# tone_decoder

### The clock network, tone_decoder

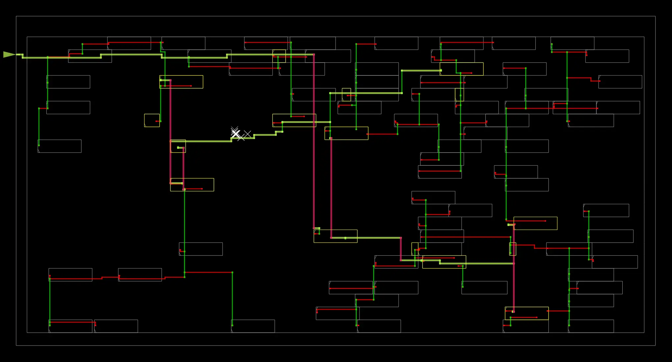

[src/rtl/tone_decoder.sv]
// Buzzer-line receiver: measures the half-period of a square wave, matches it
// against the five player tones and shows note, lock status and note count on a 4-digit 7-seg.
`timescale 1ns/1ps
module tone_decoder #(
  parameter int TOL         = 64,
  parameter int LOCK_CNT    = 4,
  parameter int SILENCE_CYC = 20000,
  parameter int SCAN_BIT    = 16
) (
  input  logic       clk,
  input  logic       rb,
  input  logic       tone_in,
  output logic [2:0] note,
  output logic       note_valid,
  output logic       note_evt,
  output logic [7:0] segs,
  output logic [3:0] bits
);
  localparam int MW = $clog2(LOCK_CNT + 1);
  localparam logic [MW-1:0] LOCK_M = MW'(LOCK_CNT);
  localparam logic signed [17:0] TOL_S = 18'(TOL);
  localparam logic signed [17:0] TONE [5] = '{18'sd8450, 18'sd7595, 18'sd7160, 18'sd6375, 18'sd5680};

  typedef enum logic [1:0] {S_IDLE, S_ACQ, S_LOCK} fsm_t;

  // Whole acquisition state in one struct so checkers can bind to it directly.
  typedef struct packed {
    fsm_t          st;
    logic [2:0]    cand;
    logic [MW-1:0] match;
  } acq_t;

  acq_t acq_q, acq_d;

  logic [2:0]          sync_q;
  logic                edge_det;
  logic [16:0]         hp_cnt;
  logic                silence;
  logic [2:0]          cls;
  logic [MW-1:0]       m_nxt;
  logic                enter_lock, leave_lock;
  logic [7:0]          note_count;
  logic [SCAN_BIT+1:0] scan_ctr;
  logic [1:0]          sel;
  logic [7:0]          seg_d;
  logic [3:0]          bits_d;

  // sync_q[0..1] synchronize; sync_q[2] holds the previous synced level.
  always_ff @(posedge clk or posedge rb) begin
    if (rb) sync_q <= 3'b111;
    else    sync_q <= {sync_q[1:0], tone_in};
  end
  assign edge_det = sync_q[2] ^ sync_q[1];

  always_ff @(posedge clk or posedge rb) begin
    if (rb)                 hp_cnt <= '0;
    else if (edge_det)      hp_cnt <= 17'd1;
    else if (hp_cnt != '1)  hp_cnt <= hp_cnt + 17'd1;
  end
  assign silence = !edge_det && (hp_cnt == 17'(SILENCE_CYC));

  // Iterate downwards so the lowest matching tone index is the one kept.
  function automatic logic [2:0] classify(input logic [16:0] m);
    logic signed [17:0] d;
    classify = 3'd0;
    for (int k = 4; k >= 0; k--) begin
      d = $signed({1'b0, m}) - TONE[k];
      if (d <= TOL_S && d >= -TOL_S) classify = 3'(k + 1);
    end
  endfunction

  // hp_cnt on an edge cycle is exactly the half-period just completed.
  assign cls = classify(hp_cnt);

  always_ff @(posedge clk or posedge rb) begin
    if (rb) acq_q <= '{st: S_IDLE, cand: 3'd0, match: '0};
    else    acq_q <= acq_d;
  end

  always_comb begin
    acq_d      = acq_q;
    m_nxt      = '0;
    enter_lock = 1'b0;
    leave_lock = 1'b0;
    if (edge_det) begin
      unique case (acq_q.st)
        S_IDLE: acq_d = '{st: S_ACQ, cand: 3'd0, match: '0};
        S_ACQ: begin
          if (cls != 3'd0) begin
            if (cls == acq_q.cand) m_nxt = acq_q.match + 1'b1;
            else                   m_nxt = MW'(1);
            acq_d.cand  = cls;
            acq_d.match = m_nxt;
            if (m_nxt == LOCK_M) begin
              acq_d.st   = S_LOCK;
              enter_lock = 1'b1;
            end
          end else begin
            acq_d.cand  = 3'd0;
            acq_d.match = '0;
          end
        end
        default: begin
          if (cls != acq_q.cand) begin
            acq_d      = '{st: S_ACQ, cand: cls, match: MW'(cls != 3'd0)};
            leave_lock = 1'b1;
          end
        end
      endcase
    end else if (silence) begin
      acq_d      = '{st: S_IDLE, cand: 3'd0, match: '0};
      leave_lock = 1'b1;
    end
  end

  always_ff @(posedge clk or posedge rb) begin
    if (rb) begin
      note       <= 3'd0;
      note_valid <= 1'b0;
      note_evt   <= 1'b0;
      note_count <= 8'd0;
    end else begin
      note_evt <= enter_lock;
      if (enter_lock) begin
        note       <= acq_d.cand;
        note_valid <= 1'b1;
        note_count <= note_count + 8'd1;
      end else if (leave_lock) begin
        note       <= 3'd0;
        note_valid <= 1'b0;
      end
    end
  end

  function automatic logic [7:0] hex7(input logic [3:0] v);
    case (v)
      4'h0: hex7 = 8'h03;  4'h1: hex7 = 8'h9F;  4'h2: hex7 = 8'h25;  4'h3: hex7 = 8'h0D;
      4'h4: hex7 = 8'h99;  4'h5: hex7 = 8'h49;  4'h6: hex7 = 8'h41;  4'h7: hex7 = 8'h1F;
      4'h8: hex7 = 8'h01;  4'h9: hex7 = 8'h09;  4'hA: hex7 = 8'h11;  4'hB: hex7 = 8'hC1;
      4'hC: hex7 = 8'h63;  4'hD: hex7 = 8'h85;  4'hE: hex7 = 8'h61;  default: hex7 = 8'h71;
    endcase
  endfunction

  always_ff @(posedge clk or posedge rb) begin
    if (rb) scan_ctr <= '0;
    else    scan_ctr <= scan_ctr + 1'b1;
  end
  assign sel = scan_ctr[SCAN_BIT+1:SCAN_BIT];

  always_comb begin
    seg_d  = 8'hFF;
    bits_d = 4'hF;
    unique case (sel)
      2'd0: begin
        bits_d = 4'b0111;
        seg_d  = (note == 3'd0) ? 8'hFD : hex7({1'b0, note});
      end
      2'd1: begin
        bits_d = 4'b1011;
        seg_d  = note_valid ? 8'hE3 : 8'hFF;
      end
      2'd2: begin
        bits_d = 4'b1101;
        seg_d  = hex7(note_count[7:4]);
      end
      default: begin
        bits_d = 4'b1110;
        seg_d  = hex7(note_count[3:0]);
      end
    endcase
  end

  always_ff @(posedge clk or posedge rb) begin
    if (rb) begin
      segs <= 8'hFF;
      bits <= 4'hF;
    end else begin
      segs <= seg_d;
      bits <= bits_d;
    end
  end
endmodule

[config.mk]
export PLATFORM = sky130hd
export DESIGN_NAME = tone_decoder
export DESIGN_NICKNAME = d
export VERILOG_FILES = /design/src/rtl/tone_decoder.sv
export SDC_FILE = /design/constraint.sdc
export NUM_CORES = 1
export LEC_CHECK = 0
export CAP_MARGIN = 20
export CORE_ASPECT_RATIO = 0.5
export CORE_MARGIN = 2
export CORE_UTILIZATION = 65
export CTS_CLUSTER_SIZE = 28
export DETAILED_ROUTE_END_ITERATION = 6
export PLACE_DENSITY = 0.84
export SYNTH_ARGS = -nofsm -noshare
export SYNTH_HDL_FRONTEND = slang
export SYNTH_SLANG_ARGS = --single-unit
[constraint.sdc]
create_clock -name clk -period 8.9 [get_ports clk]
set_input_delay 1.78 -clock clk [delete_from_list [all_inputs] [get_ports clk]]
set_output_delay 1.78 -clock clk [all_outputs]
set_load 0.01 [all_outputs]
# prime_scan_ctrl

===== src/rtl/prime_scan_ctrl.sv =====
// Range scanner that feeds candidates lo..hi to an external is_prime checker
// and streams the primes found through a small FIFO with valid/ready back-pressure.
module prime_scan_ctrl #(
  parameter int WIDTH      = 32,
  parameter int FIFO_DEPTH = 4
) (
  input  logic             clk,
  input  logic             rst,
  input  logic             start,
  input  logic             abort,
  input  logic [WIDTH-1:0] lo,
  input  logic [WIDTH-1:0] hi,
  output logic             busy,
  output logic             done,
  output logic [WIDTH-1:0] cand,
  input  logic             cand_is_prime,
  output logic             prime_valid,
  input  logic             prime_ready,
  output logic [WIDTH-1:0] prime_data,
  output logic [WIDTH-1:0] prime_count
);

  localparam int AW = (FIFO_DEPTH > 1) ? $clog2(FIFO_DEPTH) : 1;
  localparam logic [AW:0] FILL_FULL = (AW+1)'(FIFO_DEPTH);
  localparam logic [AW:0] FILL_ONE  = (AW+1)'(1);
  localparam logic [AW:0] FILL_ZERO = (AW+1)'(0);

  typedef enum logic [1:0] {
    ST_IDLE  = 2'd0,
    ST_SCAN  = 2'd1,
    ST_DRAIN = 2'd2,
    ST_DONE  = 2'd3
  } state_e;

  state_e           state_q, state_d;
  logic [WIDTH-1:0] cand_q, cand_d;
  logic [WIDTH-1:0] hi_q, hi_d;
  logic [WIDTH-1:0] lo_q, lo_d;
  logic [WIDTH-1:0] count_q, count_d;
  logic [WIDTH-1:0] data_q, data_d;
  logic [WIDTH-1:0] mem_q [FIFO_DEPTH];
  logic [WIDTH-1:0] mem_d [FIFO_DEPTH];
  logic [AW-1:0]    rd_ptr_q, rd_ptr_d;
  logic [AW-1:0]    wr_ptr_q, wr_ptr_d;
  logic [AW:0]      fill_q, fill_d;
  logic             busy_q, busy_d;
  logic             done_q, done_d;
  logic             valid_q, valid_d;
  logic             pop_s, push_s, push_ok_s, flush_s, drained_s;

  // Sequencer next-state: candidate stepping, stall on full FIFO, abort priority.
  always_comb begin
    pop_s     = valid_q & prime_ready;
    push_ok_s = (fill_q != FILL_FULL) | pop_s;
    // DRAIN never pushes, so the FIFO is empty next cycle if this pop takes the last entry
    drained_s = (fill_q == FILL_ZERO) | ((fill_q == FILL_ONE) & pop_s);
    push_s    = 1'b0;
    flush_s   = 1'b0;
    state_d   = state_q;
    cand_d    = cand_q;
    lo_d      = lo_q;
    hi_d      = hi_q;
    count_d   = count_q;
    case (state_q)
      ST_IDLE: begin
        if (start) begin
          lo_d    = lo;
          hi_d    = hi;
          cand_d  = lo;
          count_d = {WIDTH{1'b0}};
          state_d = (lo > hi) ? ST_DONE : ST_SCAN;
        end else begin
          state_d = ST_IDLE;
        end
      end
      ST_SCAN: begin
        if (abort) begin
          flush_s = 1'b1;
          state_d = ST_IDLE;
        end else if (cand_is_prime && !push_ok_s) begin
          state_d = ST_SCAN;
        end else begin
          push_s  = cand_is_prime;
          count_d = count_q + WIDTH'(cand_is_prime);
          // compare before increment so hi at the top of the range never wraps
          if (cand_q == hi_q) begin
            state_d = ST_DRAIN;
          end else begin
            cand_d = cand_q + {{(WIDTH-1){1'b0}}, 1'b1};
          end
        end
      end
      ST_DRAIN: begin
        if (abort) begin
          flush_s = 1'b1;
          state_d = ST_IDLE;
        end else if (drained_s) begin
          state_d = ST_DONE;
        end else begin
          state_d = ST_DRAIN;
        end
      end
      ST_DONE: begin
        state_d = ST_IDLE;
      end
      default: begin
        state_d = ST_IDLE;
      end
    endcase
  end

  // FIFO next-state plus registered output images.
  always_comb begin
    mem_d = mem_q;
    if (flush_s) begin
      rd_ptr_d = {AW{1'b0}};
      wr_ptr_d = {AW{1'b0}};
      fill_d   = FILL_ZERO;
    end else begin
      if (push_s) begin
        mem_d[wr_ptr_q] = cand_q;
      end else begin
        mem_d[wr_ptr_q] = mem_q[wr_ptr_q];
      end
      wr_ptr_d = wr_ptr_q + AW'(push_s);
      rd_ptr_d = rd_ptr_q + AW'(pop_s);
      fill_d   = fill_q + (AW+1)'(push_s) - (AW+1)'(pop_s);
    end
    data_d  = mem_d[rd_ptr_d];
    valid_d = (fill_d != FILL_ZERO);
    busy_d  = (state_d != ST_IDLE);
    done_d  = (state_d == ST_DONE);
  end

  // State and output registers.
  always_ff @(posedge clk or negedge rst) begin
    if (!rst) begin
      state_q  <= ST_IDLE;
      cand_q   <= {WIDTH{1'b0}};
      lo_q     <= {WIDTH{1'b0}};
      hi_q     <= {WIDTH{1'b0}};
      count_q  <= {WIDTH{1'b0}};
      data_q   <= {WIDTH{1'b0}};
      rd_ptr_q <= {AW{1'b0}};
      wr_ptr_q <= {AW{1'b0}};
      fill_q   <= FILL_ZERO;
      busy_q   <= 1'b0;
      done_q   <= 1'b0;
      valid_q  <= 1'b0;
      for (int i = 0; i < FIFO_DEPTH; i++) begin
        mem_q[i] <= {WIDTH{1'b0}};
      end
    end else begin
      state_q  <= state_d;
      cand_q   <= cand_d;
      lo_q     <= lo_d;
      hi_q     <= hi_d;
      count_q  <= count_d;
      data_q   <= data_d;
      rd_ptr_q <= rd_ptr_d;
      wr_ptr_q <= wr_ptr_d;
      fill_q   <= fill_d;
      busy_q   <= busy_d;
      done_q   <= done_d;
      valid_q  <= valid_d;
      mem_q    <= mem_d;
    end
  end

  assign busy        = busy_q;
  assign done        = done_q;
  assign cand        = cand_q;
  assign prime_valid = valid_q;
  assign prime_data  = data_q;
  assign prime_count = count_q;

endmodule


===== config.mk =====
export PLATFORM = sky130hd
export DESIGN_NAME = prime_scan_ctrl
export DESIGN_NICKNAME = d
export VERILOG_FILES = /design/src/rtl/prime_scan_ctrl.sv
export SDC_FILE = /design/constraint.sdc
export NUM_CORES = 1
export LEC_CHECK = 0
export CORE_MARGIN = 2
export CORE_UTILIZATION = 30
export DETAILED_ROUTE_END_ITERATION = 10
export PLACE_DENSITY_LB_ADDON = 0.25
export SLEW_MARGIN = 20
export SYNTH_ARGS = -nofsm -noshare
export SYNTH_HDL_FRONTEND = slang
export SYNTH_SLANG_ARGS = --single-unit

===== constraint.sdc =====
create_clock -name clk -period 8.4 [get_ports clk]
set_input_delay 2.52 -clock clk [delete_from_list [all_inputs] [get_ports clk]]
set_output_delay 2.52 -clock clk [all_outputs]
set_load 0.05 [all_outputs]


==> notes/layouts.md <==
Pictures saved along the way, in no particular order.

Clock network drawn from the DEF.
image #1
Drawn at 4 px/um.
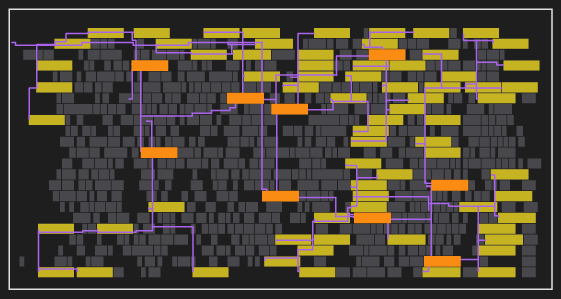
image #2
Drawn at 1.5 px/um.
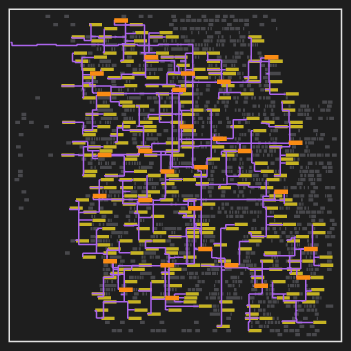
tone_decoder is image #1.
prime_scan_ctrl is image #2.

Key to image #1:
[clock wires] purple | length: 952 um
[flip-flops] yellow | count: 70
[clock drivers] orange | count: 9
flops lie: widely spread

### M1 wires, tone_decoder

Drawn at 3 px/um. Supply wires on this layer in grey.
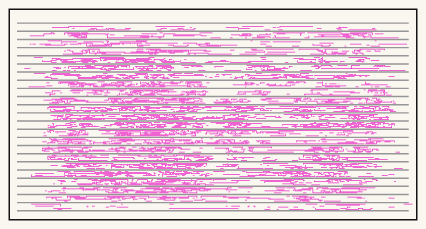
share of all routed wire: 43%
wire length on this layer: 5920 um
total wire length: 13800 um
GRT met1 Usage: 0.416
Vias: 5114

About 'The clock network' of tone_decoder:
clk sinks: 70
# clk buffers: 10
clk pwr: 0.323 mW

==> out/qor.yml, tone_decoder <==
clock.fmax_mhz: 246
die_area_sq_um: 9430
fa_ha_area_frac: 0.0514
post_cts_buffers: 0
holdWs_ns: 0.357
cts_resized: 0
violations: "DRC"
path_cells: "nand3_2, o21ai_1, nor3b_1, o211ai_1, o41ai_2, mux2i_1, nand4_4, nor2_4, mux2_2"
dpl_cell_area_sq_um: 5730
synthAoiAreaFrac: 0.223
grt_use_total: 0.307
status: "finished with violations"
crit_slowest_cell: "dfrtp_1"
worst_slew_pin_slew_ns: 1.15
combPwrFrac: 0.083
finalMaxSlewViolations: 0
layoutNonFillerInstCount: 762
cts-htree-levels: 3
top_cells_by_count: "57 x nor2_1, 56 x dfrtp_1, 49 x nand2_1"
lay_top_count: "nor2_1"
grt_pass1_vias: 4638
utilization: 0.734
fin_nets: 671
drc: 24
clkPwrFrac: 0.448
comb_cell_power_mw: 0.0595
dp_hpwl_um: 9650
finalWorstPathRequiredPeriod_ns: 4.07
peakVddDrop_mv: 0.0889
ys_seq_frac: 0.316
p_total_mw: 0.721
critPathCaptureType: "flop"
drtPass1Iterations: 7
synthMuxAreaShare: 0.0212
largest_reg_flops: 18
cts_hold_buf: 0
switching_share: 0.264
n_antenna_cell: 0
yosys.area_share.simple: 0.259
warning_count: 42
slowest_delay_ns: 0.96
portBuffers: 18
[tone_decoder: per-layer routing]
layer	vias to the layer above	GRT usage	share of wire
met5	-	0	0
met1	2362	0.416	0.43
met3	71	0.0789	0.090
met4	0	0.127	0.039
li1	2389	-	-
met2	292	0.470	0.44
[tone_decoder: area by class of cell]
| class | count | area, sq um | share of cell area |
|---|---|---|---|
| Clock buffer | 10 | 229 | 0.0382 |
| Sequential cell | 70 | 1770 | 0.295 |
| Tap cell | 112 | 140 | 0.0234 |
| Timing Repair Buffer | 22 | 210 | 0.0350 |
| Multi-Input combinational cell | 509 | 3490 | 0.581 |
| Inverter | 33 | 124 | 0.0206 |
| Clock inverter | 6 | 38.8 | 0.00647 |
[tone_decoder: worst min-delay path by stage]
stage,depth (start not counted),to,start,slack [ns]
2_1_floorplan,0,sync_q[1],sync_q[0],0.35
3_3_place_gp,0,sync_q[1],sync_q[0],0.35
3_5_place_dp,0,sync_q[1],sync_q[0],0.35
4_1_cts,0,sync_q[1],sync_q[0],0.36
5_1_grt,0,sync_q[1],sync_q[0],0.36
6_report,0,sync_q[1],sync_q[0],0.36
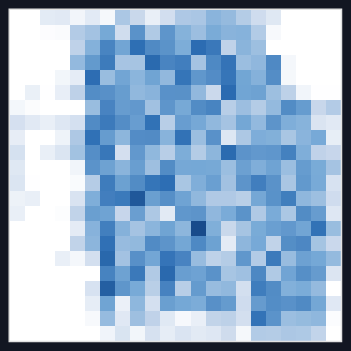
*Cell area per tile, prime_scan_ctrl*
Drawn at 1.5 px/um. 22 x 22 tiles, from white (low) to dark blue (high), 0 to 100% covered.
fullest tile: 89%
mean over tiles: 34%
tiles over 75% full: 2.1%
FP Core Util: 0.303
fin util: 0.373
core area: 46400 sq um

==> out/qor.yml, prime_scan_ctrl <==
status: "finished, final reports clean"
layout_setup_ws_ns: 3.08
drc: 0
area_growth_pct: 22.9
route.met2.wl_um: 19300
gr-usage-met1: 0.244
yosys_warnings: 0
finalWorstPathRequiredPeriod_ns: 5.32
rsz0062_at_grt: "no"
wl_um: 42300
clock_latency_ns: 0.57
r2r-end: "cand[3]"
fin_nets: 1610
worstRegToRegCells: 8
place_ws_ns: 2.46
top_area_cell: "dfrtp_1"
hold_viol_final: 0
path_buffers: 5
dr_total_vias: 10800
routed-wl-met3_um: 2830
warning_count: 32
critPathCaptureType: "flop"
peakVddDrop_mv: 0.209
layoutNonFillerInstCount: 2125
yosysUniqueCellTypes: 62
antenna_found_initial: 0
fin_skew_ns: 0.0191
cts_tree: "done"
flop_cell: "dfrtp_1"
crit_type: "input pin to flop"
drive_above_1_share: 0.0751
die_area_sq_um: 48600
use_met3: 0.0326
first_iter_violations: 694
syn_area_per_cell_sq_um: 10.3
crit_slowest_cell: "buf_4"
required_ns: 8.84
worstSetupPathDepth: 14
[prime_scan_ctrl: worst register-to-register path, stage by stage (launching register included)]
cell and delay [ns]:
dfrtp_1 0.40, inv_1 0.09, ha_2 0.25, buf_4 0.56, inv_1 0.64, nand3_1 0.81, buf_4 0.37, and2_1 0.72
o221ai_1 0.23
[prime_scan_ctrl: report_power, final]
part	internal, mW	switching (mW)
registers	1.85	0.509
clock network	0.855	0.547
logic	1.42	2.27
total	4.12	3.33
[prime_scan_ctrl: cell type report]
type | instances | area [sq um]
inverter | 47 | 176
multi-input combinational | 965 | 6770
timing repair buffer | 186 | 1830
fill | 4615 | 29100
clock buffer | 41 | 851
clock inverter | 11 | 188
sequential | 268 | 6710
tap | 607 | 759
[prime_scan_ctrl: state kept, by name (all words and copies together) (netlist names)]
| register | count |
|---|---|
| busy | 1 |
| cand | 32 |
| done | 1 |
| fill_q | 3 |
| hi_q | 32 |
| mem_q | 128 |
| prime_count | 32 |
| prime_data | 32 |
| prime_valid | 1 |
| rd_ptr_q | 2 |
| state_q | 2 |
| wr_ptr_q | 2 |

# frame_rcvr_flat

### M1 wires, frame_rcvr_flat

Drawn at 4 px/um. Supply wires on this layer in grey.
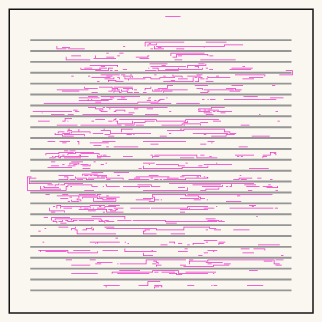
### Cell area per tile, frame_rcvr_flat

Drawn at 4 px/um. 8 x 8 tiles, from white (low) to dark blue (high), 0 to 100% covered.
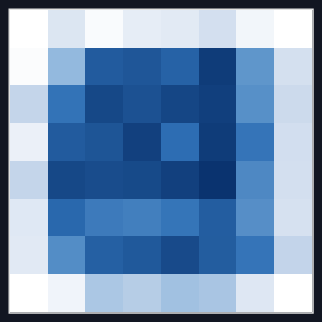
### config.mk
export PLATFORM = sky130hd
export DESIGN_NAME = frame_rcvr_flat
export DESIGN_NICKNAME = d
export VERILOG_FILES = /design/src/rtl/frame_rcvr_pkg.sv /design/src/rtl/frame_rcvr_if.sv /design/src/rtl/rcvr_fifo.sv /design/src/rtl/frame_rcvr.sv /design/src/flat_wrapper.sv
export SDC_FILE = /design/constraint.sdc
export NUM_CORES = 1
export LEC_CHECK = 0
export ABC_CLOCK_PERIOD_IN_PS = 4140
export CORE_MARGIN = 5
export CORE_UTILIZATION = 61
export CTS_CLUSTER_SIZE = 20
export DETAILED_ROUTE_END_ITERATION = 10
export PLACE_DENSITY = 0.85
export SKIP_CTS_REPAIR_TIMING = 1
export SLEW_MARGIN = 20
export SYNTH_ARGS = -nofsm -noshare
export SYNTH_HDL_FRONTEND = slang
export SYNTH_SLANG_ARGS = --single-unit
### constraint.sdc
create_clock -name clock -period 4.14 [get_ports clock]
set_input_delay 0.828 -clock clock [delete_from_list [all_inputs] [get_ports clock]]
set_output_delay 0.828 -clock clock [all_outputs]
set_load 0.03 [all_outputs]
### src/rtl/frame_rcvr_pkg.sv
// frame_rcvr_pkg: shared types and width helpers for the serial frame receiver.
//   state_e        : receiver FSM states (HUNT for the header, BODY for payload)
//   bit_cnt_w()    : width of the in-word bit counter
//   word_cnt_w()   : width of the in-frame word counter
//   level_w()      : width of a FIFO occupancy count (0..depth inclusive)
package frame_rcvr_pkg;

  typedef enum logic [0:0] {
    HUNT = 1'b0,
    BODY = 1'b1
  } state_e;

  // A counter always needs at least one bit, even when it only ever holds 0.
  function automatic int clog2_min1(input int n);
    return (n <= 2) ? 1 : $clog2(n);
  endfunction

  function automatic int bit_cnt_w(input int data_w);
    return clog2_min1(data_w);
  endfunction

  function automatic int word_cnt_w(input int frame_words);
    return clog2_min1(frame_words);
  endfunction

  function automatic int level_w(input int depth);
    return $clog2(depth) + 1;
  endfunction

endpackage

### src/rtl/frame_rcvr_if.sv
// frame_rcvr_if: valid/ready output stream of the frame receiver.
//   out_valid : head word present
//   out_ready : consumer takes the head word this cycle
//   out_data  : head word
//   out_last  : head word closes its frame
// master = receiver side, slave = consumer side.
interface frame_rcvr_if #(
  parameter int DATA_W = 8
);

  logic              out_valid;
  logic              out_ready;
  logic [DATA_W-1:0] out_data;
  logic              out_last;

  modport master (
    output out_valid,
    output out_data,
    output out_last,
    input  out_ready
  );

  modport slave (
    input  out_valid,
    input  out_data,
    input  out_last,
    output out_ready
  );

endinterface

### src/rtl/rcvr_fifo.sv
// rcvr_fifo: synchronous FIFO between the deserialiser and the consumer.
//   clock, reset : rising-edge clock, synchronous active-high reset
//   push, push_data : write request and word
//   pop          : read request (ignored while empty)
//   pop_data     : head word (only meaningful while !empty)
//   full, empty, level : occupancy status, level in 0..DEPTH
// A push while full is accepted only if a real pop happens in the same cycle.
module rcvr_fifo
  import frame_rcvr_pkg::*;
#(
  parameter int WIDTH = 9,
  parameter int DEPTH = 4
) (
  input  logic                      clock,
  input  logic                      reset,
  input  logic                      push,
  input  logic [WIDTH-1:0]          push_data,
  input  logic                      pop,
  output logic [WIDTH-1:0]          pop_data,
  output logic                      full,
  output logic                      empty,
  output logic [level_w(DEPTH)-1:0] level
);

  localparam int PTR_W = $clog2(DEPTH);
  localparam int LVL_W = level_w(DEPTH);

  logic [WIDTH-1:0] mem [DEPTH];
  logic [PTR_W-1:0] wr_ptr;
  logic [PTR_W-1:0] rd_ptr;
  logic [LVL_W-1:0] level_q;
  logic             pop_ok;
  logic             push_ok;

  assign empty   = (level_q == '0);
  assign full    = (level_q == LVL_W'(DEPTH));
  assign pop_ok  = pop && !empty;
  // Same-cycle pop frees the slot the push needs.
  assign push_ok = push && (!full || pop_ok);

  assign pop_data = mem[rd_ptr];
  assign level    = level_q;

  // Storage carries no reset: only occupancy decides what is visible.
  always_ff @(posedge clock) begin
    if (push_ok) begin
      mem[wr_ptr] <= push_data;
    end
  end

  always_ff @(posedge clock) begin
    if (reset) begin
      wr_ptr  <= '0;
      rd_ptr  <= '0;
      level_q <= '0;
    end else begin
      if (push_ok) begin
        wr_ptr <= wr_ptr + PTR_W'(1);
      end
      if (pop_ok) begin
        rd_ptr <= rd_ptr + PTR_W'(1);
      end
      level_q <= level_q + LVL_W'(push_ok) - LVL_W'(pop_ok);
    end
  end

endmodule

### src/rtl/frame_rcvr.sv
// frame_rcvr: serial-bit frame receiver.
//   clock, reset : rising-edge clock, synchronous active-high reset
//   data_in      : serial input, MSB first, sampled every clock
//   out_if       : valid/ready stream of payload words with a last-of-frame flag
//   overrun_clr  : clears the sticky overrun flag
//   overrun      : a completed word was dropped because the FIFO was full
//   fifo_level   : current FIFO occupancy
// Hunts for MATCH on the bit stream, then deserialises FRAME_WORDS words of
// DATA_W bits each and queues them in the output FIFO.
module frame_rcvr
  import frame_rcvr_pkg::*;
#(
  parameter int              HDR_W       = 8,
  parameter logic [HDR_W-1:0] MATCH      = 8'hA5,
  parameter int              DATA_W      = 8,
  parameter int              FRAME_WORDS = 4,
  parameter int              FIFO_DEPTH  = 4
) (
  input  logic                           clock,
  input  logic                           reset,
  input  logic                           data_in,
  frame_rcvr_if.master                   out_if,
  input  logic                           overrun_clr,
  output logic                           overrun,
  output logic [level_w(FIFO_DEPTH)-1:0] fifo_level
);

  localparam int BIT_W  = bit_cnt_w(DATA_W);
  localparam int WORD_W = word_cnt_w(FRAME_WORDS);
  localparam int LVL_W  = level_w(FIFO_DEPTH);

  localparam logic [0:0] ST_HUNT = HUNT;
  localparam logic [0:0] ST_BODY = BODY;

  // Filling with the inverse of the header MSB means stale fill bits can
  // never complete a match on their own; a full header must arrive.
  localparam logic [HDR_W-2:0] HDR_FILL = {(HDR_W-1){~MATCH[HDR_W-1]}};

  logic [0:0]        state_q;
  logic [HDR_W-2:0]  hdr_q;
  logic [DATA_W-2:0] body_q;
  logic [BIT_W-1:0]  bit_cnt_q;
  logic [WORD_W-1:0] word_cnt_q;
  logic              overrun_q;

  logic [HDR_W-1:0]  hdr_shift;
  logic [DATA_W-1:0] body_word;
  logic              hdr_hit;
  logic              word_done;
  logic              word_last;

  logic              fifo_full;
  logic              fifo_empty;
  logic [DATA_W:0]   fifo_head;
  logic              pop_fire;
  logic              word_drop;

  assign hdr_shift = {hdr_q, data_in};
  assign body_word = {body_q, data_in};
  assign hdr_hit   = (state_q == ST_HUNT) && (hdr_shift == MATCH);
  assign word_done = (state_q == ST_BODY) && (bit_cnt_q == BIT_W'(DATA_W - 1));
  assign word_last = (word_cnt_q == WORD_W'(FRAME_WORDS - 1));

  assign pop_fire  = out_if.out_ready && !fifo_empty;
  assign word_drop = word_done && fifo_full && !pop_fire;

  // Hunt / body sequencing
  always_ff @(posedge clock) begin
    if (reset) begin
      state_q    <= ST_HUNT;
      hdr_q      <= HDR_FILL;
      bit_cnt_q  <= '0;
      word_cnt_q <= '0;
    end else begin
      case (state_q)
        ST_HUNT: begin
          hdr_q <= hdr_shift[HDR_W-2:0];
          if (hdr_hit) begin
            state_q    <= ST_BODY;
            bit_cnt_q  <= '0;
            word_cnt_q <= '0;
          end
        end
        default: begin
          if (word_done) begin
            bit_cnt_q <= '0;
            if (word_last) begin
              state_q    <= ST_HUNT;
              hdr_q      <= HDR_FILL;
              word_cnt_q <= '0;
            end else begin
              word_cnt_q <= word_cnt_q + WORD_W'(1);
            end
          end else begin
            bit_cnt_q <= bit_cnt_q + BIT_W'(1);
          end
        end
      endcase
    end
  end

  // Payload shifter: free-running, only the BODY-state contents are consumed.
  always_ff @(posedge clock) begin
    body_q <= body_word[DATA_W-2:0];
  end

  // A drop wins over a same-cycle clear.
  always_ff @(posedge clock) begin
    if (reset) begin
      overrun_q <= 1'b0;
    end else if (word_drop) begin
      overrun_q <= 1'b1;
    end else if (overrun_clr) begin
      overrun_q <= 1'b0;
    end
  end

  rcvr_fifo #(
    .WIDTH (DATA_W + 1),
    .DEPTH (FIFO_DEPTH)
  ) u_fifo (
    .clock     (clock),
    .reset     (reset),
    .push      (word_done),
    .push_data ({word_last, body_word}),
    .pop       (out_if.out_ready),
    .pop_data  (fifo_head),
    .full      (fifo_full),
    .empty     (fifo_empty),
    .level     (fifo_level)
  );

  // Head is masked while empty so the outputs read zero after reset.
  assign out_if.out_valid = !fifo_empty;
  assign out_if.out_data  = fifo_empty ? '0 : fifo_head[DATA_W-1:0];
  assign out_if.out_last  = fifo_empty ? 1'b0 : fifo_head[DATA_W];
  assign overrun          = overrun_q;

endmodule

### src/flat_wrapper.sv
// flat-port wrapper written by rule: the top's interface ports become plain ports
module frame_rcvr_flat import frame_rcvr_pkg::*;
#(
  parameter int              HDR_W       = 8,
  parameter logic [HDR_W-1:0] MATCH      = 8'hA5,
  parameter int              DATA_W      = 8,
  parameter int              FRAME_WORDS = 4,
  parameter int              FIFO_DEPTH  = 4
)
  (clock, reset, data_in, overrun_clr, overrun, fifo_level, out_if_out_valid, out_if_out_data, out_if_out_last, out_if_out_ready);
  frame_rcvr_if #(.DATA_W(DATA_W)) out_if_i ();
  input  logic clock;
  input  logic reset;
  input  logic data_in;
  input  logic overrun_clr;
  output logic overrun;
  output logic [level_w(FIFO_DEPTH)-1:0] fifo_level;
  output wire logic [$bits(out_if_i.out_valid)-1:0] out_if_out_valid;
  output wire logic [$bits(out_if_i.out_data)-1:0] out_if_out_data;
  output wire logic [$bits(out_if_i.out_last)-1:0] out_if_out_last;
  input wire logic [$bits(out_if_i.out_ready)-1:0] out_if_out_ready;
  assign out_if_out_valid = out_if_i.out_valid;
  assign out_if_out_data = out_if_i.out_data;
  assign out_if_out_last = out_if_i.out_last;
  assign out_if_i.out_ready = out_if_out_ready;
  frame_rcvr #(.HDR_W(HDR_W), .MATCH(MATCH), .DATA_W(DATA_W), .FRAME_WORDS(FRAME_WORDS), .FIFO_DEPTH(FIFO_DEPTH)) u_core (.clock(clock), .reset(reset), .data_in(data_in), .out_if(out_if_i), .overrun_clr(overrun_clr), .overrun(overrun), .fifo_level(fifo_level));
endmodule
==> out/qor.yml <==
comb_cells: 101
clockBufferDepth: 2
status: "finished, final reports clean"
r2r-end: "u_core.u_fifo.level[2]"
comb_share: 0.286
hp-start: "u_core.body_q[1]"
final_antenna_net_count: 0
min_path_cells: 0
ioPinCount: 19
top_cells_by_count: "36 x edfxtp_1, 30 x dfxtp_1, 11 x nand2b_1"
cts_root_buffer: "clkbuf_8"
critPathCaptureType: "output port"
numPlacedInstances: 244
vias_per_cell: 5.64
cts_tree: "done"
nNonClkBuffers: 19
crit_type: "flop to output port"
rsz0062_at_grt: "no"
About 'M1 wires' of frame_rcvr_flat:
main direction: horizontal
longest straight run: 23.5 um
share of all routed wire: 40%
wire length on this layer: 1740 um
Vias: 1466
total wire length: 4340 um
GRT met1 Usage: 0.199

About 'Cell area per tile' of frame_rcvr_flat:
tiles over 75% full: 38%
densest ninth of the die: middle
nearly empty tiles: 7.8%
fullest tile: 99%
fin util: 0.739
FP Core Util: 0.641

## cell families (layout without fill, tap and decap cells)
family          Yosys count  in the layout  synth area share
flops                    66             66             0.642
buf+inv                  16             43            0.0287
xor+xnor                  2              2           0.00669
fa+ha+maj                10             10            0.0506
compound gates           18             18            0.0430
mux                      13             13            0.0946
simple gates             58             58             0.135
## registers in the layout, indices dropped and copies added, names as in the netlist, named ones only
signal                flops
u_core.hdr_q              7
u_core.u_fifo.level       3
u_core.u_fifo.mem        36
u_core.state_q            1
u_core.u_fifo.rd_ptr      2
u_core.overrun            1
u_core.word_cnt_q         2
u_core.u_fifo.wr_ptr      2
u_core.bit_cnt_q          3
u_core.body_q             7
## layer usage
metal,global-route usage,vias to the layer above
li1,-,707
met3,0.0515,6
met2,0.318,29
met4,0.0757,0
met1,0.199,724
met5,0,-
## where the power goes
group / internal, mW / total [mW] / switching, mW
Combinational: 0.227 / 0.475 / 0.248
Sequential: 0.720 / 0.783 / 0.0636
Clock: 0.276 / 0.515 / 0.239
Total: 1.22 / 1.77 / 0.550
## critical path, cell delays in order (launching register included)
cell	delay (ns)
dfxtp_1	0.70
mux4_2	0.60
nor2b_1	0.15
clkdlybuf4s50_1	0.58


==> layout pictures side by side <==
Signal wires on met3.
picture 1
Drawn at 4 px/um. Cells faint in the background.
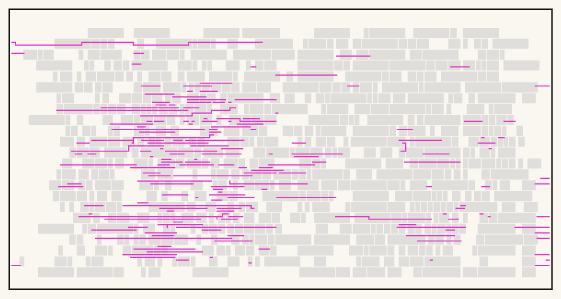
picture 2
Drawn at 6 px/um. Cells faint in the background.
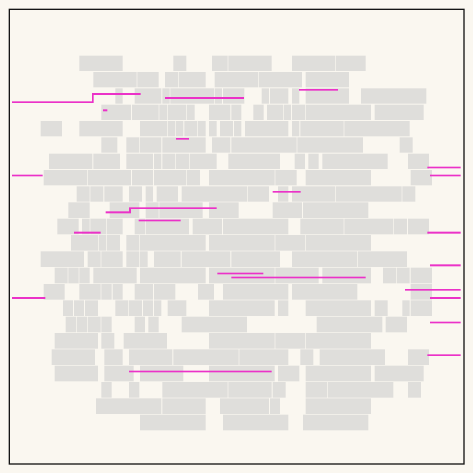
picture 3
Drawn at 2 px/um. Cells faint in the background.
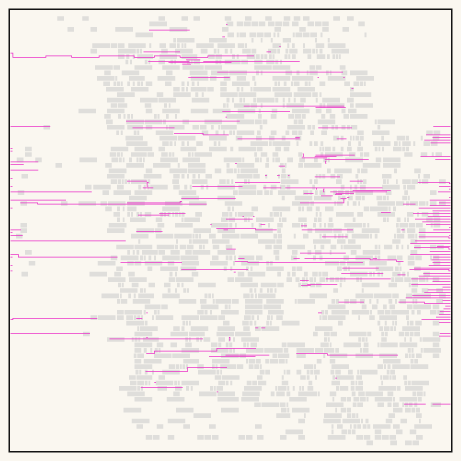
- smallest die: picture 2
Picture 1 is tone_decoder.
Picture 2 is frame_rcvr_flat.
Picture 3 is prime_scan_ctrl.

Power is estimated from default activity; no workload was simulated.
